######## block 1 ########
Block 1, the metal 3 layer:
Scale: 2 px per um. Cells faint in the background.
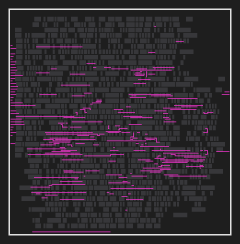

<file path="src/rtl/i3c_ctrl_pkg.sv">
// Shared types for the I3C target controller transmit path.
package i3c_ctrl_pkg;

    localparam int unsigned TxLenWidth = 16;

    typedef enum logic {
        TxSrcTti = 1'b0,
        TxSrcIbi = 1'b1
    } tx_src_e;

    typedef enum logic [1:0] {
        TxIdle  = 2'd0,
        TxLoad  = 2'd1,
        TxShift = 2'd2,
        TxDrain = 2'd3
    } tx_sched_state_e;

endpackage

</file>
<file path="src/rtl/tx_word_serializer.sv">
// Width-to-8 shift register: emits the LSB byte first and tracks how many
// bytes of the loaded word are still valid.
module tx_word_serializer #(
    parameter int unsigned Width = 32,
    localparam int unsigned Bytes = Width / 8,
    localparam int unsigned CntWidth = $clog2(Bytes + 1)
) (
    input  logic                clk_i,
    input  logic                rst_i,
    input  logic                load_i,
    input  logic                shift_i,
    input  logic                clear_i,
    input  logic [Width-1:0]    word_i,
    input  logic [CntWidth-1:0] nbytes_i,
    output logic [7:0]          byte_o,
    output logic [CntWidth-1:0] count_o,
    output logic                empty_o
);

    logic [Width-1:0]    sreg_q, sreg_d;
    logic [CntWidth-1:0] count_q, count_d;

    always_comb begin
        sreg_d  = sreg_q;
        count_d = count_q;
        if (clear_i) begin
            sreg_d  = '0;
            count_d = '0;
        end else if (load_i) begin
            sreg_d  = word_i;
            count_d = nbytes_i;
        end else if (shift_i && (count_q != '0)) begin
            // Wipe the register on the final byte so padding never reaches byte_o.
            if (count_q == CntWidth'(1)) begin
                sreg_d = '0;
            end else begin
                sreg_d = {8'h00, sreg_q[Width-1:8]};
            end
            count_d = count_q - CntWidth'(1);
        end
    end

    always_ff @(posedge clk_i) begin
        if (rst_i) begin
            sreg_q  <= '0;
            count_q <= '0;
        end else begin
            sreg_q  <= sreg_d;
            count_q <= count_d;
        end
    end

    assign byte_o  = sreg_q[7:0];
    assign count_o = count_q;
    assign empty_o = (count_q == '0);

endmodule

</file>
<file path="src/rtl/tx_byte_scheduler.sv">
// Arbitrates TTI/IBI transmit descriptors and streams their words to the
// target FSM one byte at a time, trimming the final word to the byte length.
module tx_byte_scheduler
    import i3c_ctrl_pkg::*;
#(
    parameter int unsigned Width    = 32,
    parameter int unsigned LenWidth = TxLenWidth
) (
    input  logic                     clk_i,
    input  logic                     rst_i,
    input  logic [1:0]               desc_valid_i,
    output logic [1:0]               desc_ready_o,
    input  logic [1:0][LenWidth-1:0] desc_len_i,
    input  logic [1:0]               data_valid_i,
    output logic [1:0]               data_ready_o,
    input  logic [1:0][Width-1:0]    data_i,
    input  logic                     abort_i,
    output logic                     byte_valid_o,
    input  logic                     byte_ready_i,
    output logic [7:0]               byte_o,
    output logic                     byte_last_o,
    output logic                     byte_src_o,
    output logic                     busy_o
);

    localparam int unsigned Bytes    = Width / 8;
    localparam int unsigned CntWidth = $clog2(Bytes + 1);
    localparam int unsigned LenExtW  = LenWidth + 1;

    tx_sched_state_e     state_q, state_d;
    tx_src_e             src_q, src_d;
    tx_src_e             last_served_q, last_served_d;
    logic [LenWidth-1:0] words_q, words_d;
    logic [LenWidth-1:0] rem_q, rem_d;
    logic [LenWidth-1:0] words_left;

    logic [1:0]          grant;
    tx_src_e             grant_src;
    logic [LenWidth-1:0] grant_len;
    logic [LenExtW-1:0]  grant_len_rnd;
    logic [LenWidth-1:0] grant_words;
    logic [Width-1:0]    src_word;
    logic                data_hs;
    logic                byte_hs;
    logic                ser_load, ser_shift, ser_clear, ser_empty;
    logic [CntWidth-1:0] ser_count, ser_nbytes;

    // Round-robin: on a tie the requester not served last wins.
    always_comb begin
        grant = desc_valid_i;
        if (desc_valid_i == 2'b11) begin
            grant = (last_served_q == TxSrcTti) ? 2'b10 : 2'b01;
        end
    end

    assign grant_src     = grant[1] ? TxSrcIbi : TxSrcTti;
    assign grant_len     = grant[1] ? desc_len_i[1] : desc_len_i[0];
    assign grant_len_rnd = {1'b0, grant_len} + LenExtW'(Bytes - 1);
    assign grant_words   = LenWidth'(grant_len_rnd / LenExtW'(Bytes));
    assign desc_ready_o  = (state_q == TxIdle) ? grant : 2'b00;

    assign data_ready_o = ((state_q == TxLoad) || (state_q == TxDrain))
                        ? {src_q == TxSrcIbi, src_q == TxSrcTti} : 2'b00;
    assign data_hs      = |(data_valid_i & data_ready_o);
    assign src_word     = (src_q == TxSrcIbi) ? data_i[1] : data_i[0];

    // Final word carries only the bytes still owed to the descriptor.
    assign ser_nbytes = (rem_q < LenWidth'(Bytes)) ? CntWidth'(rem_q) : CntWidth'(Bytes);

    assign byte_valid_o = (state_q == TxShift) && !ser_empty;
    assign byte_hs      = byte_valid_o && byte_ready_i;
    assign byte_last_o  = (state_q == TxShift) && (rem_q == LenWidth'(1));
    assign byte_src_o   = (src_q == TxSrcIbi);
    assign busy_o       = (state_q != TxIdle);

    always_comb begin
        state_d       = state_q;
        src_d         = src_q;
        last_served_d = last_served_q;
        words_d       = words_q;
        rem_d         = rem_q;
        words_left    = words_q;
        ser_load      = 1'b0;
        ser_shift     = 1'b0;
        ser_clear     = 1'b0;
        unique case (state_q)
            TxIdle: begin
                if (grant != 2'b00) begin
                    src_d         = grant_src;
                    last_served_d = grant_src;
                    rem_d         = grant_len;
                    words_d       = grant_words;
                    if (grant_len != '0) begin
                        state_d = TxLoad;
                    end
                end
            end
            TxLoad: begin
                if (abort_i) begin
                    // A word accepted alongside the abort still counts as consumed.
                    words_left = words_q - LenWidth'(data_hs);
                    words_d    = words_left;
                    rem_d      = '0;
                    ser_clear  = 1'b1;
                    state_d    = (words_left != '0) ? TxDrain : TxIdle;
                end else if (data_hs) begin
                    ser_load = 1'b1;
                    words_d  = words_q - LenWidth'(1);
                    state_d  = TxShift;
                end
            end
            TxShift: begin
                if (abort_i) begin
                    rem_d     = '0;
                    ser_clear = 1'b1;
                    state_d   = (words_q != '0) ? TxDrain : TxIdle;
                end else if (byte_hs) begin
                    ser_shift = 1'b1;
                    rem_d     = rem_q - LenWidth'(1);
                    if (ser_count == CntWidth'(1)) begin
                        state_d = (words_q != '0) ? TxLoad : TxIdle;
                    end
                end
            end
            TxDrain: begin
                if (data_hs) begin
                    words_d = words_q - LenWidth'(1);
                    if (words_q == LenWidth'(1)) begin
                        state_d = TxIdle;
                    end
                end
            end
        endcase
    end

    always_ff @(posedge clk_i) begin
        if (rst_i) begin
            state_q       <= TxIdle;
            src_q         <= TxSrcTti;
            last_served_q <= TxSrcIbi;
            words_q       <= '0;
            rem_q         <= '0;
        end else begin
            state_q       <= state_d;
            src_q         <= src_d;
            last_served_q <= last_served_d;
            words_q       <= words_d;
            rem_q         <= rem_d;
        end
    end

    tx_word_serializer #(
        .Width (Width)
    ) u_serializer (
        .clk_i    (clk_i),
        .rst_i    (rst_i),
        .load_i   (ser_load),
        .shift_i  (ser_shift),
        .clear_i  (ser_clear),
        .word_i   (src_word),
        .nbytes_i (ser_nbytes),
        .byte_o   (byte_o),
        .count_o  (ser_count),
        .empty_o  (ser_empty)
    );

endmodule

</file>
<file path="config.mk">
export PLATFORM = sky130hd
export DESIGN_NAME = tx_byte_scheduler
export DESIGN_NICKNAME = d
export VERILOG_FILES = /design/src/rtl/i3c_ctrl_pkg.sv /design/src/rtl/tx_word_serializer.sv /design/src/rtl/tx_byte_scheduler.sv
export SDC_FILE = /design/constraint.sdc
export NUM_CORES = 1
export LEC_CHECK = 0
export ABC_AREA = 1
export CORE_AREA = 2 2 108 110
export CTS_CLUSTER_SIZE = 24
export DETAILED_ROUTE_END_ITERATION = 8
export DIE_AREA = 0 0 110 112
export PLACE_DENSITY = 0.85
export SYNTH_ARGS = -nofsm -noshare
export SYNTH_HDL_FRONTEND = slang
export SYNTH_HIERARCHICAL = 1
export SYNTH_SLANG_ARGS = --single-unit
</file>
<file path="constraint.sdc">
create_clock -name clk_i -period 2.7 [get_ports clk_i]
set_input_delay 0.81 -clock clk_i [delete_from_list [all_inputs] [get_ports clk_i]]
set_output_delay 0.81 -clock clk_i [all_outputs]
set_load 0.005 [all_outputs]
</file>
######## block 2 ########
## src/rtl/discus_mem_arbiter.sv

```systemverilog
// discus_mem_arbiter
// Shares one 256x8 synchronous-read data RAM between the discus core data
// port and a host port (debug/loader/DMA). The core cannot stall, so it has
// absolute priority. A host request sits in a one-entry holding register
// and is issued only in a cycle with no core access.
//
// Ports
//   clk, reset                 clock, synchronous active-high reset
//   core_read/core_write       core strobes (both high = write, no response)
//   core_address, core_D       core address / write data
//   core_Q                     core read data, zero outside the response cycle
//   ram_en/ram_we/ram_addr/ram_wdata/ram_rdata
//                              RAM port (read data valid one cycle after access)
//   host_valid/host_ready      host request handshake
//   host_write/host_address/host_wdata
//                              host request fields
//   host_rvalid/host_rdata     one-cycle host read response, data zero otherwise
//
// Optional feature: define DISCUS_ARB_STATS_EN to add host_stall_count
// (STAT_W bits, saturating), counting cycles a held request is blocked by
// the core.
module discus_mem_arbiter #(
    parameter int unsigned ADDR_W = 8,
    parameter int unsigned DATA_W = 8,
    parameter int unsigned STAT_W = 16
) (
    input  logic              clk,
    input  logic              reset,
    input  logic              core_read,
    input  logic              core_write,
    input  logic [ADDR_W-1:0] core_address,
    input  logic [DATA_W-1:0] core_D,
    output logic [DATA_W-1:0] core_Q,
    output logic              ram_en,
    output logic              ram_we,
    output logic [ADDR_W-1:0] ram_addr,
    output logic [DATA_W-1:0] ram_wdata,
    input  logic [DATA_W-1:0] ram_rdata,
    input  logic              host_valid,
    output logic              host_ready,
    input  logic              host_write,
    input  logic [ADDR_W-1:0] host_address,
    input  logic [DATA_W-1:0] host_wdata,
    output logic              host_rvalid,
    output logic [DATA_W-1:0] host_rdata
`ifdef DISCUS_ARB_STATS_EN
    ,
    output logic [STAT_W-1:0] host_stall_count
`endif
);

    if (STAT_W < 1) begin : g_bad_stat_w
        $error("discus_mem_arbiter: STAT_W must be at least 1");
    end

    typedef enum logic {
        EMPTY = 1'b0,
        HELD  = 1'b1
    } state_t;

    state_t            state;
    state_t            state_nxt;
    logic              held_write;
    logic [ADDR_W-1:0] held_addr;
    logic [DATA_W-1:0] held_wdata;
    logic              core_rsp;
    logic              host_rsp;
    logic              core_acc;
    logic              host_accept;
    logic              host_issue;

    always_comb begin
        core_acc    = core_read | core_write;
        host_ready  = (state == EMPTY) && !reset;
        host_accept = host_valid && host_ready;
        // host_ready is low whenever HELD, so accept and issue never coincide
        host_issue  = (state == HELD) && !core_acc && !reset;

        state_nxt = state;
        case (state)
            EMPTY:   if (host_accept) state_nxt = HELD;
            HELD:    if (host_issue)  state_nxt = EMPTY;
            default: state_nxt = EMPTY;
        endcase

        ram_en    = 1'b0;
        ram_we    = 1'b0;
        ram_addr  = core_address;
        ram_wdata = core_D;
        if (!reset) begin
            if (core_acc) begin
                ram_en = 1'b1;
                ram_we = core_write;
            end else if (state == HELD) begin
                ram_en    = 1'b1;
                ram_we    = held_write;
                ram_addr  = held_addr;
                ram_wdata = held_wdata;
            end
        end

        // Responses in flight when reset rises are discarded immediately
        core_Q      = (core_rsp && !reset) ? ram_rdata : '0;
        host_rvalid = host_rsp && !reset;
        host_rdata  = host_rvalid ? ram_rdata : '0;
    end

    always_ff @(posedge clk) begin
        if (reset) begin
            state    <= EMPTY;
            core_rsp <= 1'b0;
            host_rsp <= 1'b0;
        end else begin
            state    <= state_nxt;
            core_rsp <= core_read & ~core_write;
            host_rsp <= host_issue & ~held_write;
        end
    end

    // Payload needs no reset: it is only used while state is HELD
    always_ff @(posedge clk) begin
        if (host_accept) begin
            held_write <= host_write;
            held_addr  <= host_address;
            held_wdata <= host_wdata;
        end
    end

`ifdef DISCUS_ARB_STATS_EN
    always_ff @(posedge clk) begin
        if (reset) begin
            host_stall_count <= '0;
        end else if ((state == HELD) && core_acc && (host_stall_count != '1)) begin
            host_stall_count <= host_stall_count + 1'b1;
        end
    end
`else
`endif

endmodule

```

## config.mk

```make
export PLATFORM = sky130hd
export DESIGN_NAME = discus_mem_arbiter
export DESIGN_NICKNAME = d
export VERILOG_FILES = /design/src/rtl/discus_mem_arbiter.sv
export SDC_FILE = /design/constraint.sdc
export NUM_CORES = 1
export LEC_CHECK = 0
export CAP_MARGIN = 20
export CORE_MARGIN = 2
export CORE_UTILIZATION = 30
export DETAILED_ROUTE_END_ITERATION = 8
export HOLD_SLACK_MARGIN = 0.12
export PLACE_DENSITY = 0.83
export SLEW_MARGIN = 25
export SYNTH_ARGS = -nofsm -noshare
export SYNTH_HDL_FRONTEND = slang
export SYNTH_SLANG_ARGS = --single-unit
```

## constraint.sdc

```tcl
create_clock -name clk -period 4.2 [get_ports clk]
set_input_delay 0.63 -clock clk [delete_from_list [all_inputs] [get_ports clk]]
set_output_delay 0.63 -clock clk [all_outputs]
set_load 0.02 [all_outputs]
```

######## block 3 ########
==> config.mk <==
export PLATFORM = sky130hd
export DESIGN_NAME = lsu
export DESIGN_NICKNAME = d
export VERILOG_FILES = /design/src/rtl/gpu_pkg.sv /design/src/rtl/lsu.sv
export SDC_FILE = /design/constraint.sdc
export NUM_CORES = 1
export LEC_CHECK = 0
export ABC_CLOCK_PERIOD_IN_PS = 3700
export CAP_MARGIN = 20
export CORE_MARGIN = 4
export CORE_UTILIZATION = 40
export DETAILED_ROUTE_END_ITERATION = 10
export MAX_ROUTING_LAYER = met4
export PLACE_DENSITY = 0.77
export SLEW_MARGIN = 20
export SYNTH_ARGS = -nofsm -noshare
export SYNTH_HDL_FRONTEND = slang
export SYNTH_SLANG_ARGS = --single-unit
==> constraint.sdc <==
create_clock -name clk -period 3.7 [get_ports clk]
set_input_delay 0.74 -clock clk [delete_from_list [all_inputs] [get_ports clk]]
set_output_delay 0.74 -clock clk [all_outputs]
set_load 0.005 [all_outputs]
==> src/rtl/gpu_pkg.sv <==
// Shared GPU encodings: scheduler (core) states, LSU states and default datapath widths.
package gpu_pkg;

    localparam int ADDR_BITS_DEF = 8;
    localparam int DATA_BITS_DEF = 8;

    localparam logic [2:0] CORE_FETCH   = 3'd0;
    localparam logic [2:0] CORE_DECODE  = 3'd1;
    localparam logic [2:0] CORE_REQUEST = 3'd2;
    localparam logic [2:0] CORE_WAIT    = 3'd3;
    localparam logic [2:0] CORE_EXECUTE = 3'd4;
    localparam logic [2:0] CORE_UPDATE  = 3'd5;
    localparam logic [2:0] CORE_DONE    = 3'd6;

    localparam logic [1:0] LSU_IDLE       = 2'd0;
    localparam logic [1:0] LSU_REQUESTING = 2'd1;
    localparam logic [1:0] LSU_WAITING    = 2'd2;
    localparam logic [1:0] LSU_DONE       = 2'd3;

    typedef enum logic {
        OP_WRITE = 1'b0,
        OP_READ  = 1'b1
    } lsu_op_e;

endpackage

==> src/rtl/lsu.sv <==
// Per-thread load/store unit: issues one memory read or write per LDR/STR and
// returns load data to the register file.
//   state      | meaning
//   IDLE       | no instruction in flight
//   REQUESTING | op latched; valid/address/data driven on next edge
//   WAITING    | request pending until the channel's ready is sampled high
//   DONE       | transaction finished; waiting for scheduler UPDATE
module lsu
    import gpu_pkg::*;
#(
    parameter int ADDR_BITS = ADDR_BITS_DEF,
    parameter int DATA_BITS = DATA_BITS_DEF
) (
    input  logic                 clk,
    input  logic                 reset,
    input  logic                 enable,
    input  logic [2:0]           core_state,
    input  logic                 decoded_mem_read_enable,
    input  logic                 decoded_mem_write_enable,
    input  logic [DATA_BITS-1:0] rs,
    input  logic [DATA_BITS-1:0] rt,
    output logic                 mem_read_valid,
    output logic [ADDR_BITS-1:0] mem_read_address,
    input  logic                 mem_read_ready,
    input  logic [DATA_BITS-1:0] mem_read_data,
    output logic                 mem_write_valid,
    output logic [ADDR_BITS-1:0] mem_write_address,
    output logic [DATA_BITS-1:0] mem_write_data,
    input  logic                 mem_write_ready,
    output logic [1:0]           lsu_state,
    output logic [DATA_BITS-1:0] lsu_out
);

    logic [1:0]           state_q, state_d;
    lsu_op_e              op_q, op_d;
    logic                 rd_valid_q, rd_valid_d;
    logic [ADDR_BITS-1:0] rd_addr_q, rd_addr_d;
    logic                 wr_valid_q, wr_valid_d;
    logic [ADDR_BITS-1:0] wr_addr_q, wr_addr_d;
    logic [DATA_BITS-1:0] wr_data_q, wr_data_d;
    logic [DATA_BITS-1:0] out_q, out_d;

    always_comb begin
        state_d    = state_q;
        op_d       = op_q;
        rd_valid_d = rd_valid_q;
        rd_addr_d  = rd_addr_q;
        wr_valid_d = wr_valid_q;
        wr_addr_d  = wr_addr_q;
        wr_data_d  = wr_data_q;
        out_d      = out_q;
        if (enable) begin
            case (state_q)
                LSU_IDLE: begin
                    // read wins when the decoder flags both
                    if (core_state == CORE_REQUEST &&
                        (decoded_mem_read_enable || decoded_mem_write_enable)) begin
                        state_d = LSU_REQUESTING;
                        op_d    = decoded_mem_read_enable ? OP_READ : OP_WRITE;
                    end
                end
                LSU_REQUESTING: begin
                    if (op_q == OP_READ) begin
                        rd_valid_d = 1'b1;
                        rd_addr_d  = rs[ADDR_BITS-1:0];
                    end else begin
                        wr_valid_d = 1'b1;
                        wr_addr_d  = rs[ADDR_BITS-1:0];
                        wr_data_d  = rt;
                    end
                    state_d = LSU_WAITING;
                end
                LSU_WAITING: begin
                    if (op_q == OP_READ && mem_read_ready) begin
                        out_d      = mem_read_data;
                        rd_valid_d = 1'b0;
                        state_d    = LSU_DONE;
                    end else if (op_q == OP_WRITE && mem_write_ready) begin
                        wr_valid_d = 1'b0;
                        state_d    = LSU_DONE;
                    end
                end
                LSU_DONE: begin
                    if (core_state == CORE_UPDATE) state_d = LSU_IDLE;
                end
            endcase
        end
    end

    always_ff @(posedge clk or posedge reset) begin
        if (reset) begin
            state_q    <= LSU_IDLE;
            op_q       <= OP_WRITE;
            rd_valid_q <= 1'b0;
            rd_addr_q  <= '0;
            wr_valid_q <= 1'b0;
            wr_addr_q  <= '0;
            wr_data_q  <= '0;
            out_q      <= '0;
        end else begin
            state_q    <= state_d;
            op_q       <= op_d;
            rd_valid_q <= rd_valid_d;
            rd_addr_q  <= rd_addr_d;
            wr_valid_q <= wr_valid_d;
            wr_addr_q  <= wr_addr_d;
            wr_data_q  <= wr_data_d;
            out_q      <= out_d;
        end
    end

    assign mem_read_valid    = rd_valid_q;
    assign mem_read_address  = rd_addr_q;
    assign mem_write_valid   = wr_valid_q;
    assign mem_write_address = wr_addr_q;
    assign mem_write_data    = wr_data_q;
    assign lsu_state         = state_q;
    assign lsu_out           = out_q;

endmodule
######## block 4 ########
[src/rtl/udp_rx_checksum_check_if.sv]
// Receive byte stream from the MAC into the UDP checksum checker.
interface udp_rx_checksum_check_if;
  logic       in_valid;
  logic [7:0] in_data;
  logic       in_last;

  modport master (output in_valid, in_data, in_last);
  modport slave  (input  in_valid, in_data, in_last);
endinterface

[src/rtl/udp_rx_checksum_check.sv]
// UDP receive checksum checker: captures pseudo-header fields from an
// Ethernet/IPv4/UDP byte stream, sums the UDP datagram and reports a verdict.
module udp_rx_checksum_check #(
  parameter int UDP_START = 34,
  parameter int IDX_W     = 16
) (
  input  logic                    clk_i,
  input  logic                    clear_i,
  udp_rx_checksum_check_if.slave  rx_if,
  output logic                    rx_done_o,
  output logic                    rx_ok_o,
  output logic                    rx_err_o,
  output logic                    rx_not_udp_o,
  output logic                    rx_nochk_o,
  output logic [15:0]             rx_udp_len_o
);

  typedef enum logic [2:0] {IDLE, HDR, SUM, FOLD1, FOLD2, DONE} state_t;

  state_t            state_q, state_d;
  logic [IDX_W-1:0]  cnt_q;
  logic [15:0]       etype_q;
  logic [7:0]        proto_q;
  logic [31:0]       src_q, dst_q;
  logic [15:0]       udp_len_q, chk_q;
  logic [7:0]        msb_q;
  logic              pend_q;
  logic [31:0]       acc_q;
  logic              ok_q, err_q, not_udp_q, nochk_q;

  logic              accept;
  logic [IDX_W-1:0]  idx, idx_nxt;
  logic [31:0]       idx32, off32, len32, rcvd32;
  logic              sum_en;
  logic [31:0]       sum_full, fold1;
  logic [16:0]       fold2;
  logic              runt, not_udp, len_bad;

  // Byte indexing, summing window and fold arithmetic.
  always_comb begin
    accept   = rx_if.in_valid && (state_q == IDLE || state_q == HDR || state_q == SUM);
    idx      = (state_q == IDLE) ? '0 : cnt_q;
    idx_nxt  = (&idx) ? idx : idx + 1'b1;
    idx32    = 32'(idx);
    off32    = idx32 - 32'(UDP_START);
    len32    = {16'd0, udp_len_q};
    // The first 8 UDP bytes are always summed; length is only known after byte 39.
    sum_en   = accept && (idx32 >= 32'(UDP_START)) && (off32 < 32'd8 || off32 < len32);
    sum_full = acc_q + {16'd0, src_q[31:16]} + {16'd0, src_q[15:0]}
             + {16'd0, dst_q[31:16]} + {16'd0, dst_q[15:0]}
             + 32'h0000_0011 + len32
             + (pend_q ? {16'd0, msb_q, 8'h00} : 32'd0);
    fold1    = {16'd0, sum_full[31:16]} + {16'd0, sum_full[15:0]};
    fold2    = {1'b0, acc_q[31:16]} + {1'b0, acc_q[15:0]};
    rcvd32   = 32'(cnt_q) - 32'(UDP_START);
    runt     = 32'(cnt_q) < 32'(UDP_START + 8);
    not_udp  = (etype_q != 16'h0800) || (proto_q != 8'h11);
    len_bad  = (udp_len_q < 16'd8) || (len32 > rcvd32);
  end

  // Next-state logic; in_last closes the frame from any receiving state.
  always_comb begin
    state_d = state_q;
    unique case (state_q)
      IDLE:  if (rx_if.in_valid) state_d = rx_if.in_last ? FOLD1 : HDR;
      HDR:   if (rx_if.in_valid) begin
               if (rx_if.in_last)               state_d = FOLD1;
               else if (idx32 == 32'(UDP_START)) state_d = SUM;
             end
      SUM:   if (rx_if.in_valid && rx_if.in_last) state_d = FOLD1;
      FOLD1: state_d = FOLD2;
      FOLD2: state_d = DONE;
      DONE:  state_d = IDLE;
      default: state_d = IDLE;
    endcase
  end

  // State register.
  always_ff @(posedge clk_i) begin
    if (clear_i) state_q <= IDLE;
    else         state_q <= state_d;
  end

  // Field capture, accumulation, folding and verdict registers.
  always_ff @(posedge clk_i) begin
    if (clear_i) begin
      cnt_q     <= '0;
      etype_q   <= '0;
      proto_q   <= '0;
      src_q     <= '0;
      dst_q     <= '0;
      udp_len_q <= '0;
      chk_q     <= '0;
      msb_q     <= '0;
      pend_q    <= 1'b0;
      acc_q     <= '0;
      ok_q      <= 1'b0;
      err_q     <= 1'b0;
      not_udp_q <= 1'b0;
      nochk_q   <= 1'b0;
    end else begin
      if (accept) begin
        cnt_q <= idx_nxt;
        if (state_q == IDLE) begin
          acc_q     <= '0;
          pend_q    <= 1'b0;
          udp_len_q <= '0;
          chk_q     <= '0;
          ok_q      <= 1'b0;
          err_q     <= 1'b0;
          not_udp_q <= 1'b0;
          nochk_q   <= 1'b0;
        end
        if (idx32 == 32'd12) etype_q[15:8] <= rx_if.in_data;
        if (idx32 == 32'd13) etype_q[7:0]  <= rx_if.in_data;
        if (idx32 == 32'd23) proto_q       <= rx_if.in_data;
        if (idx32 == 32'd26) src_q[31:24]  <= rx_if.in_data;
        if (idx32 == 32'd27) src_q[23:16]  <= rx_if.in_data;
        if (idx32 == 32'd28) src_q[15:8]   <= rx_if.in_data;
        if (idx32 == 32'd29) src_q[7:0]    <= rx_if.in_data;
        if (idx32 == 32'd30) dst_q[31:24]  <= rx_if.in_data;
        if (idx32 == 32'd31) dst_q[23:16]  <= rx_if.in_data;
        if (idx32 == 32'd32) dst_q[15:8]   <= rx_if.in_data;
        if (idx32 == 32'd33) dst_q[7:0]    <= rx_if.in_data;
        if (idx32 == 32'(UDP_START + 4)) udp_len_q[15:8] <= rx_if.in_data;
        if (idx32 == 32'(UDP_START + 5)) udp_len_q[7:0]  <= rx_if.in_data;
        if (idx32 == 32'(UDP_START + 6)) chk_q[15:8]     <= rx_if.in_data;
        if (idx32 == 32'(UDP_START + 7)) chk_q[7:0]      <= rx_if.in_data;
        // Even offsets park the MSB; odd offsets complete the 16-bit word.
        if (sum_en) begin
          if (!off32[0]) begin
            msb_q  <= rx_if.in_data;
            pend_q <= 1'b1;
          end else begin
            acc_q  <= acc_q + {16'd0, msb_q, rx_if.in_data};
            pend_q <= 1'b0;
          end
        end
      end
      if (state_q == FOLD1) begin
        acc_q  <= fold1;
        pend_q <= 1'b0;
      end
      if (state_q == FOLD2) begin
        ok_q      <= 1'b0;
        err_q     <= 1'b0;
        not_udp_q <= 1'b0;
        nochk_q   <= 1'b0;
        if (runt)                       err_q     <= 1'b1;
        else if (not_udp)               not_udp_q <= 1'b1;
        else if (len_bad)               err_q     <= 1'b1;
        else if (chk_q == 16'h0000)     begin ok_q <= 1'b1; nochk_q <= 1'b1; end
        else if (fold2[15:0] == 16'hFFFF) ok_q  <= 1'b1;
        else                            err_q     <= 1'b1;
      end
    end
  end

  assign rx_done_o    = (state_q == DONE);
  assign rx_ok_o      = ok_q;
  assign rx_err_o     = err_q;
  assign rx_not_udp_o = not_udp_q;
  assign rx_nochk_o   = nochk_q;
  assign rx_udp_len_o = udp_len_q;

endmodule

[src/flat_wrapper.sv]
// flat-port wrapper written by rule: the top's interface ports become plain ports
module udp_rx_checksum_check_flat 
#(
  parameter int UDP_START = 34,
  parameter int IDX_W     = 16
)
  (clk_i, clear_i, rx_done_o, rx_ok_o, rx_err_o, rx_not_udp_o, rx_nochk_o, rx_udp_len_o, rx_if_in_valid, rx_if_in_data, rx_if_in_last);
  udp_rx_checksum_check_if rx_if_i ();
  input  logic clk_i;
  input  logic clear_i;
  output logic rx_done_o;
  output logic rx_ok_o;
  output logic rx_err_o;
  output logic rx_not_udp_o;
  output logic rx_nochk_o;
  output logic [15:0] rx_udp_len_o;
  input wire logic [$bits(rx_if_i.in_valid)-1:0] rx_if_in_valid;
  input wire logic [$bits(rx_if_i.in_data)-1:0] rx_if_in_data;
  input wire logic [$bits(rx_if_i.in_last)-1:0] rx_if_in_last;
  assign rx_if_i.in_valid = rx_if_in_valid;
  assign rx_if_i.in_data = rx_if_in_data;
  assign rx_if_i.in_last = rx_if_in_last;
  udp_rx_checksum_check #(.UDP_START(UDP_START), .IDX_W(IDX_W)) u_core (.clk_i(clk_i), .clear_i(clear_i), .rx_if(rx_if_i), .rx_done_o(rx_done_o), .rx_ok_o(rx_ok_o), .rx_err_o(rx_err_o), .rx_not_udp_o(rx_not_udp_o), .rx_nochk_o(rx_nochk_o), .rx_udp_len_o(rx_udp_len_o));
endmodule
[config.mk]
export PLATFORM = sky130hd
export DESIGN_NAME = udp_rx_checksum_check_flat
export DESIGN_NICKNAME = d
export VERILOG_FILES = /design/src/rtl/udp_rx_checksum_check_if.sv /design/src/rtl/udp_rx_checksum_check.sv /design/src/flat_wrapper.sv
export SDC_FILE = /design/constraint.sdc
export NUM_CORES = 1
export LEC_CHECK = 0
export ABC_AREA = 1
export ABC_CLOCK_PERIOD_IN_PS = 5500
export CELL_PAD_IN_SITES_DETAIL_PLACEMENT = 0
export CELL_PAD_IN_SITES_GLOBAL_PLACEMENT = 1
export CORE_MARGIN = 1.5
export CORE_UTILIZATION = 35
export CTS_CLUSTER_DIAMETER = 200
export CTS_CLUSTER_SIZE = 28
export DETAILED_ROUTE_END_ITERATION = 8
export GPL_TIMING_DRIVEN = 1
export PLACE_DENSITY_LB_ADDON = 0.1
export SYNTH_ARGS = -nofsm -noshare
export SYNTH_HDL_FRONTEND = slang
export SYNTH_SLANG_ARGS = --single-unit
export TNS_END_PERCENT = 10
[constraint.sdc]
create_clock -name clk_i -period 5.5 [get_ports clk_i]
set_input_delay 1.375 -clock clk_i [delete_from_list [all_inputs] [get_ports clk_i]]
set_output_delay 1.375 -clock clk_i [all_outputs]
set_load 0.005 [all_outputs]
Block 1, sizing map:
Scale: 3 px per um.
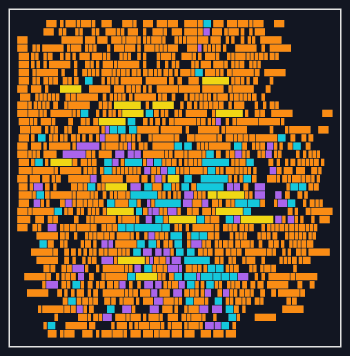
cyan -> drive 3 to 4  # cells 85, share 7.3%, most used buf_4
orange -> drive 1 or less  # cells 979, share 84%, most used nand2_1
yellow -> drive 6 and up  # cells 18, share 1.6%, most used clkbuf_16
purple -> drive 2  # cells 79, share 6.8%, most used nand2_2

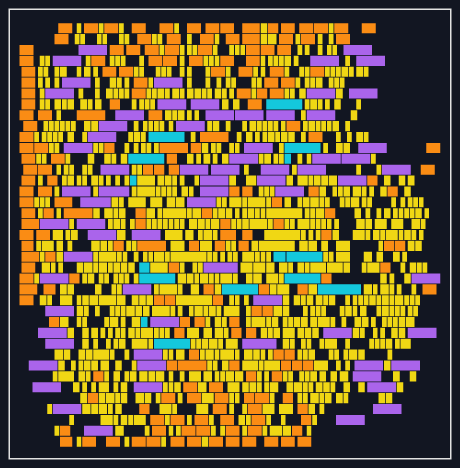
Block 1: cell classes on the final placement
Scale: 4 px per um.
orange -> other buffers and delay cells  # cells 196
purple -> flip-flops  # cells 71
yellow -> all other logic  # cells 879
cyan -> clock drivers and dummy loads  # cells 15

About 'the metal 3 layer' of block 1:
main direction = horizontal
share of all routed wire = 7.0%

==> flow_metrics.env, block 1 <==
# physical design summary
export IMPL_status="completed"
export IMPL_ctsHoldBuffers=0
export IMPL_dominant_cells="multi-input combinational cells"
export IMPL_fp_util=0.520
export IMPL_seq_cell_share=0.179
export IMPL_grt_busiest_layer="met2"
export IMPL_final_fill_count=899
export IMPL_critical_path_endpoint_type="primary output"
export IMPL_fp_nets=1119
export IMPL_async_flop_share=0
export IMPL_finalMaxSlewViolations=0
export IMPL_clockBufferDepth=2
export IMPL_arrival_ps=1870
export IMPL_comb_share=0.479
export IMPL_drtPass1Iterations=6
export IMPL_final_cell_mix="nand2_1, clkdlybuf4s50_1, inv_1"
export IMPL_cts_tree="done"
export IMPL_core_area_sq_um=11200
export IMPL_h_tree_depth=3
export IMPL_finalPower_mw=6.36
export IMPL_tns_ps=0
export IMPL_setup_viol=0
export IMPL_clkbuf_count=9
export IMPL_worstHoldStart="u_serializer/sreg_q[21]"
export IMPL_diodes=0
export IMPL_std_cell_rows=39
export IMPL_routed_top_layer="met4"
export IMPL_drt_met1_wl_mm=7.96
export IMPL_path_clk_slew_ps=60
export IMPL_tightestPinTransition_ps=858
export IMPL_netlist_instances=999
export IMPL_swShare=0.469
export IMPL_antenna_found_initial=0
export IMPL_fin_skew_ps=5.28
export IMPL_grt_use_total=0.300
export IMPL_taps=143
export IMPL_use_met3=0.0410
export IMPL_top_area_frac=0.245
export IMPL_rrSetupSlack_ps=90
export IMPL_warnings=37
export IMPL_numClockSinks=71
export IMPL_worst_path_max_fanout=4
export IMPL_final_cell_area_sq_um=7980
==> block 1: kinds of logic after synthesis <==
kind of cell,count (synthesis),synth area share
AOI/OAI and AO/OA,176,0.174
xor gates and xnor gates,11,0.0166
adders and majority gates,16,0.0344
buffers and inverters,156,0.120
DFF,71,0.245
and+or+nand+nor,569,0.410
==> block 1: timing repair <==
item | CTS | global route
pin swaps | 4 | 22
buffers inserted | 2 | 2
hold endpoints to repair | 0 | 0
setup endpoints to repair | 9 | 32
resized | 14 | 39
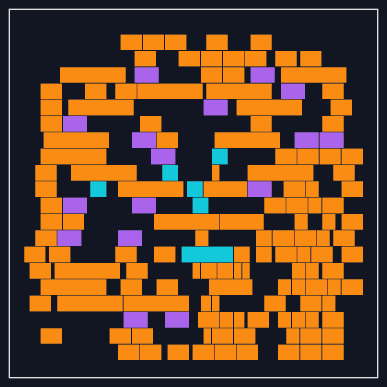
Block 2: sizing map
Scale: 6 px per um.
cyan -> drive 3 to 4  # cells 6, share 3.9%, most used clkbuf_4
orange -> drive 1 or less  # cells 132, share 86%, most used clkdlybuf4s50_1
purple -> drive 2  # cells 16, share 10%, most used mux2_2

==> flow_metrics.env, block 2 <==
# physical design summary
export IMPL_status="completed"
export IMPL_powerDensity_nw_per_um2=230
export IMPL_avgSynthCellArea_sq_um=14.0
export IMPL_hp_class="reg2reg"
export IMPL_io_pin_count=82
export IMPL_crit_type="in2out"
export IMPL_synthDistinctLibCells=16
export IMPL_crit_start="reset"
export IMPL_grt_pass1_wl_mm=3.94
export IMPL_internal_power_uw=329
export IMPL_mux_share=0.184
export IMPL_finalMaxSlewViolations=0
export IMPL_swShare=0.230
export IMPL_p_clk_uw=89.5
export IMPL_use_met3=0.0525
export IMPL_worst_path_max_fanout=9
export IMPL_routedWlPerCell_um=13.7
export IMPL_antenna_found_initial=0
export IMPL_ys_sh_xor=0
-- block 2: worst paths after layout --
path,end,slack (ps),cells past startpoint
worst max-delay path,ram_wdata[6],900,5
worst min-delay path,host_rsp,460,1
worst max register to register,held_wdata[6],2630,2
worst min register to register,host_rsp,460,1
-- block 2: layout make-up --
class,instances,area (sq um)
inverters,1,3.75
clock inverters,1,3.75
flip-flops and latches,20,571
fillers,263,1220
repair buffers,83,826
multi-input cells,46,379
clock buffers,3,22.5
well taps,44,55.1
-- block 2: worst max-delay path, delay by kind of cell --
family	cells	cell delay, ps
simple gates	1	350
buf+inv	3	1320
mux	1	350
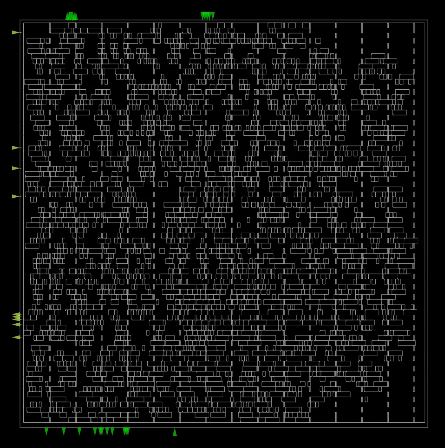
Block 4: placement view
fill cell count: 4718
Finished Core Util: 0.423

==> flow_metrics.env, block 4 <==
# physical design summary
export IMPL_status="finished, violations left"
export IMPL_violations="setup timing"
export IMPL_crit_path_start_kind="register"
export IMPL_core_area_sq_um=45200
export IMPL_cp_required_ps=5930
export IMPL_grtUsageMet2=0.457
export IMPL_drt_met1_wl_mm=29.5
export IMPL_async_flop_share=0
export IMPL_setup_viol=13
export IMPL_grt_max_degree=70
export IMPL_yosys_cells=2385
export IMPL_path_clk_slew_ps=80
export IMPL_yosysChipArea_sq_um=15900
export IMPL_routedWlPerCell_um=20.5
export IMPL_h_tree_depth=4
export IMPL_synth_cell_area_sq_um=15900
export IMPL_rsz0062_at_grt="true"
export IMPL_setup_ws_ps=-240
-- block 4: power by group --
part,internal [mW],switching [mW]
Sequential,1.38,0.0509
Clock,0.609,0.661
Combinational,0.731,1.52
-- block 4: cell usage after synthesis (10+ instances only) --
library cell / n
nand2_1: 522
inv_1: 393
a21oi_1: 254
dfxtp_1: 184
o21ai_0: 161
nand3_1: 154
nor2_1: 148
ha_1: 119
fa_1: 73
nand4_1: 59
clkbuf_1: 52
xor2_1: 52
nor3_1: 30
a211oi_1: 19
inv_2: 18
buf_2: 15
xnor2_1: 12
nor2_2: 10
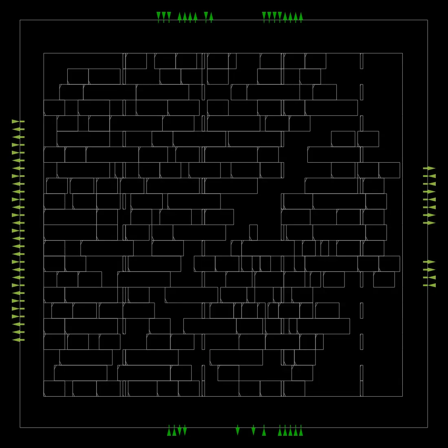
Block 3: placement view
Finished Layout Cells: 227
Finished Core Util: 0.644

==> flow_metrics.env, block 3 <==
# physical design summary
export IMPL_status="completed"
export IMPL_route_detailed_drc=0
export IMPL_yosysChipArea_sq_um=1590
export IMPL_lay_top_count="clkdlybuf4s50_1"
export IMPL_ys_flops=37
export IMPL_powerDensity_nw_per_um2=742
export IMPL_crit_end="mem_write_data[3]"
export IMPL_cp_required_ps=3860
export IMPL_avgSynthCellArea_sq_um=15.2
export IMPL_critical_path_endpoint_type="register"
export IMPL_synth_cell_area_sq_um=1590
export IMPL_drt_met1_wl_mm=1.52
export IMPL_p_sw_uw=494
export IMPL_port_buffers=69
export IMPL_crit_start="enable"
export IMPL_drtPass1Iterations=3
export IMPL_num_multi_input_gates=61
export IMPL_flop_area_sq_um=926
export IMPL_rrSetupSlack_ps=2050
export IMPL_finalWirelength_mm=3.60
export IMPL_grt_pass1_vias=1287
block 3: logic make-up after synthesis:
kind of cell,Yosys count,synth area share
simple gates,15,0.0590
fa+ha+maj,4,0.0314
flops,37,0.582
mux,35,0.270
compound gates,7,0.0330
buf+inv,7,0.0244
block 3: state kept, by name, indices dropped and copies added, names as in the netlist:
signal             flops
lsu_state              2
mem_write_valid        1
lsu_out                8
op_q                   1
mem_write_data         8
mem_write_address      8
mem_read_valid         1
mem_read_address       8
block 3: worst max-delay path, stage by stage:
cell	delay, ps
clkdlybuf4s50_1	610
nor2b_4	240
nand2_4	180
mux2_1	370

## Gallery

Sequential cells coloured by netlist name.
shot_01.png
Scale: 3 px per um. Other sequential cells in the stronger grey, the rest of the logic in the fainter grey.
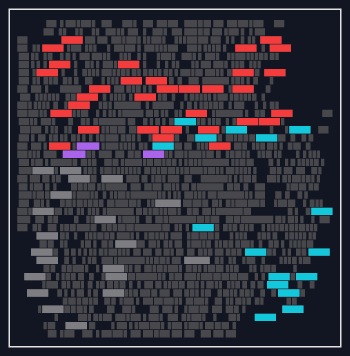
shot_02.png
Scale: 1.5 px per um. Other sequential cells in the stronger grey, the rest of the logic in the fainter grey.
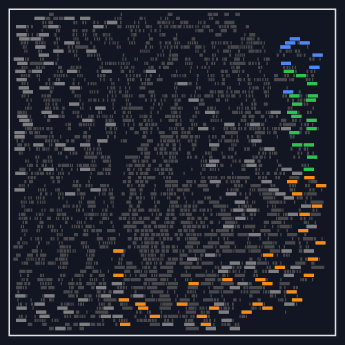
shot_03.png
Scale: 6 px per um. Other sequential cells in the stronger grey, the rest of the logic in the fainter grey.
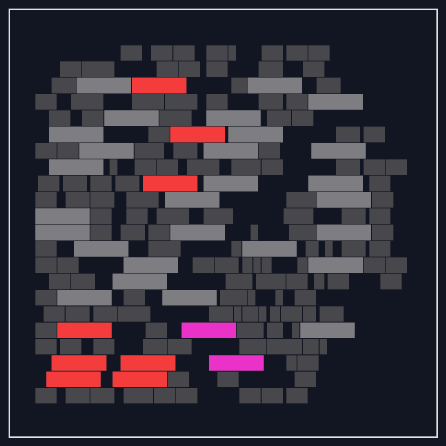
- fewest cells: shot_03.png
block 4 -> shot_02.png
block 1 -> shot_01.png
block 3 -> shot_03.png


######## block 5 ########
Block 5, cell classes on the final placement:
Scale: 6 px per um.
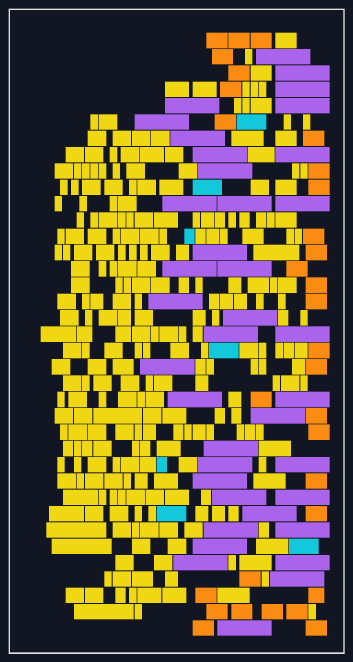

**src/rtl/gf_pkg.sv**
```systemverilog
// Shared GF(2^m) definitions for the Reed-Solomon decoder blocks.
// Holds field defaults, the exponentiation FSM state type and the inverse-exponent helper.
package gf_pkg;

  localparam int DEF_SYM_W = 8;
  localparam logic [8:0] DEF_PRIM_POLY = 9'h11D;

  typedef enum logic [1:0] {
    IDLE,
    RUN,
    DONE
  } gf_state_t;

  // a^(2^m - 2) is the multiplicative inverse of a in GF(2^m)
  function automatic int gf_inv_exp(input int sym_w);
    return (1 << sym_w) - 2;
  endfunction

endpackage

```
**src/rtl/gf_mul.sv**
```systemverilog
// Combinational GF(2^SYM_W) multiplier: shift-and-xor product reduced modulo PRIM_POLY.
module gf_mul
  import gf_pkg::*;
#(
  parameter int SYM_W = DEF_SYM_W,
  parameter logic [SYM_W:0] PRIM_POLY = DEF_PRIM_POLY
) (
  input  logic [SYM_W-1:0] a,
  input  logic [SYM_W-1:0] b,
  output logic [SYM_W-1:0] p
);

  logic [SYM_W-1:0] sum;
  logic [SYM_W-1:0] shifted;

  // shifted tracks a*x^i, reduced each step so it never leaves the field
  always_comb begin
    sum = '0;
    shifted = a;
    for (int i = 0; i < SYM_W; i++) begin
      if (b[i]) sum = sum ^ shifted;
      shifted = {shifted[SYM_W-2:0], 1'b0} ^ (shifted[SYM_W-1] ? PRIM_POLY[SYM_W-1:0] : '0);
    end
    p = sum;
  end

endmodule

```
**src/rtl/gf_pow_engine.sv**
```systemverilog
// Right-to-left square-and-multiply exponentiation in GF(2^SYM_W) with one shared multiplier.
// Computes base^exp, or the field inverse base^(2^SYM_W-2) in inverse mode.
module gf_pow_engine
  import gf_pkg::*;
#(
  parameter int SYM_W = DEF_SYM_W,
  parameter int EXP_W = 8,
  parameter logic [SYM_W:0] PRIM_POLY = DEF_PRIM_POLY
) (
  input  logic             clk,
  input  logic             rst,
  input  logic             start,
  input  logic             mode,
  input  logic [SYM_W-1:0] base_in,
  input  logic [EXP_W-1:0] exp_in,
  output logic             ready,
  output logic             done,
  output logic [SYM_W-1:0] result,
  output logic             inv_err
);

  localparam logic [EXP_W-1:0] INV_EXP = EXP_W'(gf_inv_exp(SYM_W));

  gf_state_t state, state_nxt;
  logic [SYM_W-1:0] base_reg, base_nxt;
  logic [EXP_W-1:0] exp_reg, exp_nxt;
  logic [SYM_W-1:0] acc, acc_nxt;
  logic [SYM_W-1:0] result_nxt;
  logic mul_pending, mul_pending_nxt;
  logic err_pending, err_pending_nxt;
  logic inv_err_nxt;
  logic done_nxt;
  logic mul_step;
  logic [SYM_W-1:0] mul_a;
  logic [SYM_W-1:0] mul_p;

  // The single multiplier either folds base into acc or squares base
  assign mul_step = (state == RUN) && (exp_reg != '0) && exp_reg[0] && !mul_pending;
  assign mul_a = mul_step ? acc : base_reg;

  gf_mul #(
    .SYM_W(SYM_W),
    .PRIM_POLY(PRIM_POLY)
  ) u_mul (
    .a(mul_a),
    .b(base_reg),
    .p(mul_p)
  );

  assign ready = (state == IDLE);

  always_ff @(posedge clk or posedge rst) begin
    if (rst) begin
      state <= IDLE;
      base_reg <= '0;
      exp_reg <= '0;
      acc <= '0;
      mul_pending <= 1'b0;
      err_pending <= 1'b0;
      result <= '0;
      inv_err <= 1'b0;
      done <= 1'b0;
    end else begin
      state <= state_nxt;
      base_reg <= base_nxt;
      exp_reg <= exp_nxt;
      acc <= acc_nxt;
      mul_pending <= mul_pending_nxt;
      err_pending <= err_pending_nxt;
      result <= result_nxt;
      inv_err <= inv_err_nxt;
      done <= done_nxt;
    end
  end

  always_comb begin
    state_nxt = state;
    base_nxt = base_reg;
    exp_nxt = exp_reg;
    acc_nxt = acc;
    mul_pending_nxt = mul_pending;
    err_pending_nxt = err_pending;
    result_nxt = result;
    inv_err_nxt = inv_err;
    done_nxt = 1'b0;
    case (state)
      IDLE: begin
        if (start) begin
          base_nxt = base_in;
          acc_nxt = SYM_W'(1);
          exp_nxt = mode ? INV_EXP : exp_in;
          mul_pending_nxt = 1'b0;
          // inv_err must not show until done, so the zero-inverse case is parked here
          err_pending_nxt = mode && (base_in == '0);
          inv_err_nxt = 1'b0;
          state_nxt = RUN;
        end
      end
      RUN: begin
        if (exp_reg == '0) begin
          result_nxt = acc;
          inv_err_nxt = err_pending;
          done_nxt = 1'b1;
          state_nxt = DONE;
        end else if (mul_step) begin
          acc_nxt = mul_p;
          mul_pending_nxt = 1'b1;
        end else begin
          base_nxt = mul_p;
          exp_nxt = exp_reg >> 1;
          mul_pending_nxt = 1'b0;
        end
      end
      DONE: state_nxt = IDLE;
      default: state_nxt = IDLE;
    endcase
  end

endmodule

```
**config.mk**
```make
export PLATFORM = sky130hd
export DESIGN_NAME = gf_pow_engine
export DESIGN_NICKNAME = d
export VERILOG_FILES = /design/src/rtl/gf_pkg.sv /design/src/rtl/gf_mul.sv /design/src/rtl/gf_pow_engine.sv
export SDC_FILE = /design/constraint.sdc
export NUM_CORES = 1
export LEC_CHECK = 0
export CORE_ASPECT_RATIO = 2
export CORE_MARGIN = 2
export CORE_UTILIZATION = 55
export DETAILED_ROUTE_END_ITERATION = 8
export PLACE_DENSITY = 0.78
export SLEW_MARGIN = 20
export SYNTH_ARGS = -nofsm -noshare
export SYNTH_HDL_FRONTEND = slang
export SYNTH_HIERARCHICAL = 1
export SYNTH_SLANG_ARGS = --single-unit
```
**constraint.sdc**
```tcl
create_clock -name clk -period 9.5 [get_ports clk]
set_input_delay 2.85 -clock clk [delete_from_list [all_inputs] [get_ports clk]]
set_output_delay 2.85 -clock clk [all_outputs]
set_load 0.03 [all_outputs]
```
######## block 6 ########
<file path="src/rtl/fifo_rd_packer.sv">
// Drains a show-ahead FIFO and packs PACK words into one wide valid/ready beat.
// Define FIFO_RD_TIMEOUT_EN to auto-flush a partial beat after TIMEOUT idle cycles.
module fifo_rd_packer #(
  parameter int WIDTH   = 8,
  parameter int PACK    = 4,
  parameter int TIMEOUT = 16
) (
  input  logic                    clk,
  input  logic                    rst_n,
  input  logic                    fifo_empty,
  input  logic [WIDTH-1:0]        fifo_data,
  output logic                    fifo_rd_en,
  input  logic                    flush,
  output logic                    out_valid,
  input  logic                    out_ready,
  output logic [PACK*WIDTH-1:0]   out_data,
  output logic [PACK-1:0]         out_keep,
  output logic [15:0]             beat_cnt
);

  localparam int IDXW = (PACK > 1) ? $clog2(PACK) : 1;

  typedef enum logic {ACCUM, HOLD} state_t;

  state_t          state;
  logic [IDXW-1:0] idx;
  logic            accept;
  logic            last_slot;
  logic            flush_eff;
  logic            go_hold;

  assign fifo_rd_en = (state == ACCUM) && !fifo_empty;
  assign accept     = fifo_rd_en;
  assign last_slot  = (idx == IDXW'(PACK - 1));

  // A beat closes when its last slot fills, or on flush if it holds at least one word.
  assign go_hold = (state == ACCUM) &&
                   ((accept && (last_slot || flush_eff)) ||
                    (!accept && flush_eff && (idx != '0)));

`ifdef FIFO_RD_TIMEOUT_EN
  localparam int TW = $clog2(TIMEOUT + 1);

  logic [TW-1:0] idle_cnt;
  logic          idle;
  logic          timeout_hit;

  assign idle        = (state == ACCUM) && (idx != '0) && !accept;
  assign timeout_hit = idle && (idle_cnt == TW'(TIMEOUT - 1));
  assign flush_eff   = flush || timeout_hit;

  always_ff @(posedge clk or negedge rst_n) begin
    if (!rst_n) begin
      idle_cnt <= '0;
    end else if (accept || (state != ACCUM) || go_hold) begin
      idle_cnt <= '0;
    end else if (idle) begin
      idle_cnt <= idle_cnt + 1'b1;
    end
  end
`else
  assign flush_eff = flush;
`endif

  always_ff @(posedge clk or negedge rst_n) begin
    if (!rst_n) begin
      state     <= ACCUM;
      idx       <= '0;
      out_valid <= 1'b0;
      out_data  <= '0;
      out_keep  <= '0;
      beat_cnt  <= '0;
    end else begin
      case (state)
        ACCUM: begin
          if (accept) begin
            out_data[idx*WIDTH +: WIDTH] <= fifo_data;
            out_keep[idx]                <= 1'b1;
          end
          if (go_hold) begin
            state     <= HOLD;
            idx       <= '0;
            out_valid <= 1'b1;
          end else if (accept) begin
            idx <= idx + 1'b1;
          end
        end
        HOLD: begin
          // Clearing data/keep here keeps unfilled slots of the next beat at zero.
          if (out_ready) begin
            state     <= ACCUM;
            idx       <= '0;
            out_valid <= 1'b0;
            out_data  <= '0;
            out_keep  <= '0;
            beat_cnt  <= beat_cnt + 1'b1;
          end
        end
        default: state <= ACCUM;
      endcase
    end
  end

endmodule
</file>
<file path="config.mk">
export PLATFORM = sky130hd
export DESIGN_NAME = fifo_rd_packer
export DESIGN_NICKNAME = d
export VERILOG_FILES = /design/src/rtl/fifo_rd_packer.sv
export SDC_FILE = /design/constraint.sdc
export NUM_CORES = 1
export LEC_CHECK = 0
export CAP_MARGIN = 25
export CORE_ASPECT_RATIO = 0.75
export CORE_UTILIZATION = 47
export DETAILED_ROUTE_END_ITERATION = 8
export PLACE_DENSITY_LB_ADDON = 0.1
export SYNTH_ARGS = -nofsm -noshare
export SYNTH_HDL_FRONTEND = slang
export SYNTH_SLANG_ARGS = --single-unit
export TNS_END_PERCENT = 100
</file>
<file path="constraint.sdc">
create_clock -name clk -period 2 [get_ports clk]
set_input_delay 0.3 -clock clk [delete_from_list [all_inputs] [get_ports clk]]
set_output_delay 0.3 -clock clk [all_outputs]
set_load 0.02 [all_outputs]
</file>
Block 5, sequential cells coloured by netlist name:
Scale: 4 px per um. Other sequential cells in the stronger grey, the rest of the logic in the fainter grey.
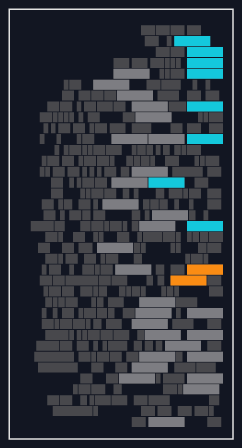
orange -> state  # placed flops 2
cyan -> exp_reg  # placed flops 8, where upper right
not coloured = 28

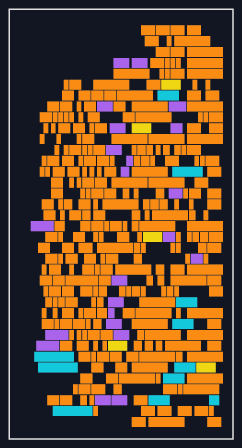
Block 5: sizing map
Scale: 4 px per um.
cyan -> drive 3 to 4  # cells 11, share 3.3%, most used mux2_4
yellow -> drive 6 and up  # cells 5, share 1.5%, most used clkbuf_8
orange -> drive 1 or less  # cells 297, share 89%, most used nand2_1
purple -> drive 2  # cells 22, share 6.6%, most used mux2_2

About 'cell classes on the final placement' of block 5:
cyan -> clock drivers and dummy loads  # cells 7
purple -> flip-flops  # cells 38
orange -> other buffers and delay cells  # cells 31
yellow -> all other logic  # cells 259

==> flow_metrics.env, block 5 <==
# physical design summary
export IMPL_dominant_cells="multi-input combinational cells"
export IMPL_r2r_cells=11
export IMPL_dr_wl_met2_mm=3.74
export IMPL_hold_violations=0
export IMPL_n_all_inverters=9
export IMPL_crit_start="state[1]"
export IMPL_clkbuf_count=5
export IMPL_fp_nets=339
export IMPL_ys_seq_frac=0.325
export IMPL_dp_hpwl_mm=4.91
export IMPL_viasPerCell=5.76
export IMPL_finalMaxSlewViolations=0
export IMPL_antenna_found_initial=0
export IMPL_hp_class="reg2reg"
export IMPL_ys_flop_type="dfrtp_1"
export IMPL_final_util=0.631
export IMPL_die_h_um=107
export IMPL_cp_required_ps=6650
export IMPL_hold_path_endpoint="result[4]"
export IMPL_holdWs_ps=514
export IMPL_grt_max_degree=39
export IMPL_ys_flops=38
export IMPL_dieArea_sq_um=5950
export IMPL_status="completed"
export IMPL_use_met1=0.236
export IMPL_final_clk_cell_share=0.0243
export IMPL_final_cell_area_sq_um=3240
export IMPL_yosys_cells=319
export IMPL_grt_pass1_wl_mm=10.8
export IMPL_drive_above_1_share=0.113
export IMPL_flops=38
export IMPL_warnings=26
export IMPL_cts_inserted_buffers=5
export IMPL_dpl_cell_area_sq_um=3170
export IMPL_io_pin_count=31
block 5: through the flow:
stage          setup slack [ps]
2_1_floorplan              5790
3_5_place_dp               5020
6_report                   5080
3_3_place_gp               5060
5_1_grt                    5000
4_1_cts                    5070
block 5: critical path: stages (launching register included):
cell and delay [ps]:
dfrtp_1 400, nor2_1 170, clkdlybuf4s50_1 700
block 5: kinds of logic after synthesis:
group,count (synthesis)
AOI/OAI and AO/OA,45
xor gates and xnor gates,77
buffers and inverters,31
DFF,38
muxes,19
and+or+nand+nor,109
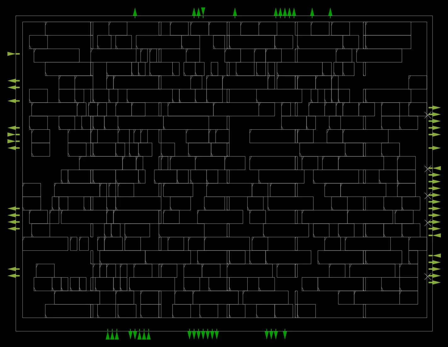
Block 6: placement view
core area: 4900 sq um
Finished Layout Cells: 334

==> flow_metrics.env, block 6 <==
# physical design summary
export IMPL_io_pin_count=67
export IMPL_ys_seq_frac=0.585
export IMPL_violations="DRC"
export IMPL_grt_use_total=0.203
export IMPL_yosysChipArea_sq_um=2390
export IMPL_layout_nets=295
export IMPL_tns_ps=0
export IMPL_whs_path_depth=1
export IMPL_cts_resized=0
export IMPL_clock_latency_ps=320
export IMPL_ys_sh_aoi=0.167
export IMPL_comb_share=0.293
export IMPL_warnings=33
export IMPL_route_detailed_drc=5
export IMPL_reg2reg_from="idx[0]"
export IMPL_min_period_ps=1840
export IMPL_maxCapViolations=0
export IMPL_cts_tree="done"
export IMPL_ctsHoldBuffers=1
export IMPL_status="finished, violations left"
block 6: stage by stage:
step	setup slack [ps]	instance area, sq um	instances	utilization
3_3_place_gp	123	3160	325	0.646
2_1_floorplan	326	2390	196	-
4_1_cts	161	3270	334	0.666
3_5_place_dp	91.5	3160	325	0.646
6_report	164	3270	334	0.666
5_1_grt	121	3270	334	0.666

==> gallery <==
The metal 3 layer.
Scale: 3 px per um. Cells faint in the background.
picture 1
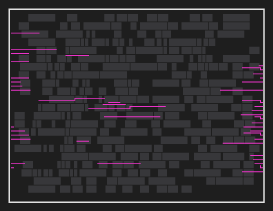
picture 2
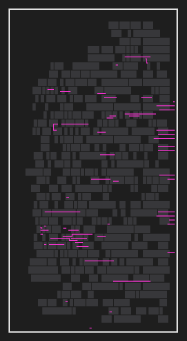
- picture 2 = block 5
- picture 1 = block 6

Key to picture 1:
main direction = horizontal
nets with wire on the layer = 41
share of all routed wire = 5.6%
longest straight run = 18.4 um
wire length on this layer = 290 um



==> notes/layouts.md <==
Pictures saved along the way, in no particular order.

Cell classes on the final placement.
panel A
Scale: 6 px per um.
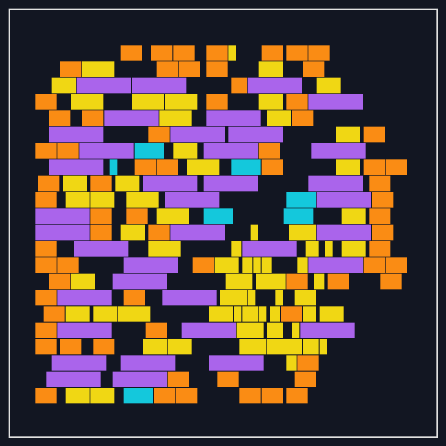
panel B
Scale: 8 px per um.
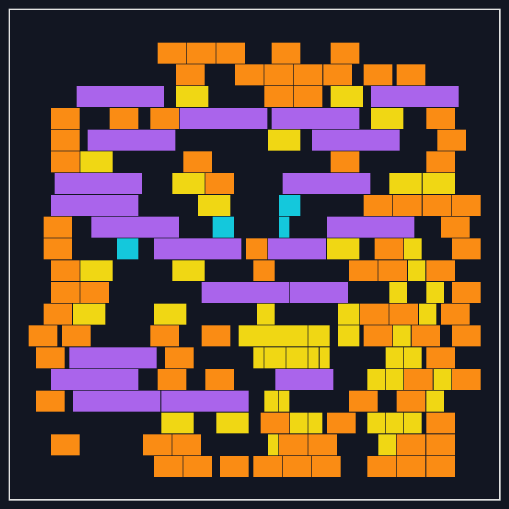
panel C
Scale: 2 px per um.
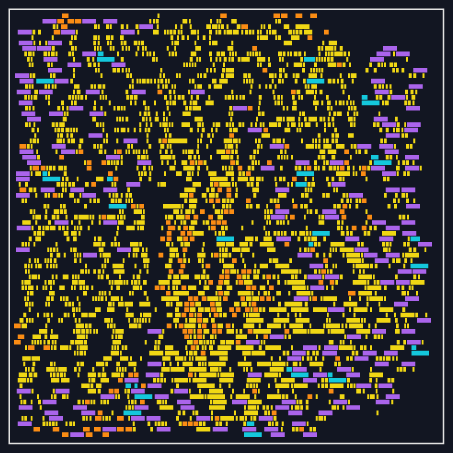
panel D
Scale: 6 px per um.
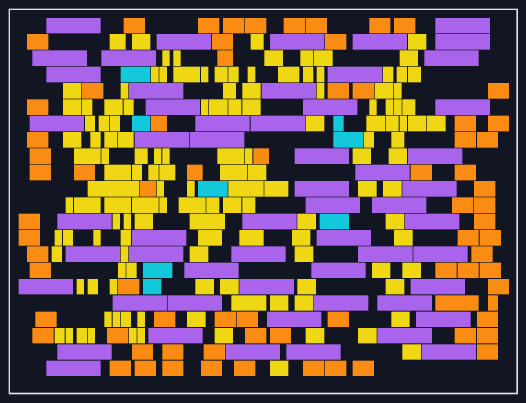
Block 2 is panel B.
Block 6 is panel D.
Block 4 is panel C.
Block 3 is panel A.
Of these, most cells: panel C
Of these, smallest die: panel B

Key to panel D:
yellow -> all other logic  # cells 137
cyan -> clock drivers and dummy loads  # cells 8
purple -> flip-flops  # cells 56
orange -> other buffers and delay cells  # cells 73

Power figures rest on the tool's default switching activity, not on a simulated workload.
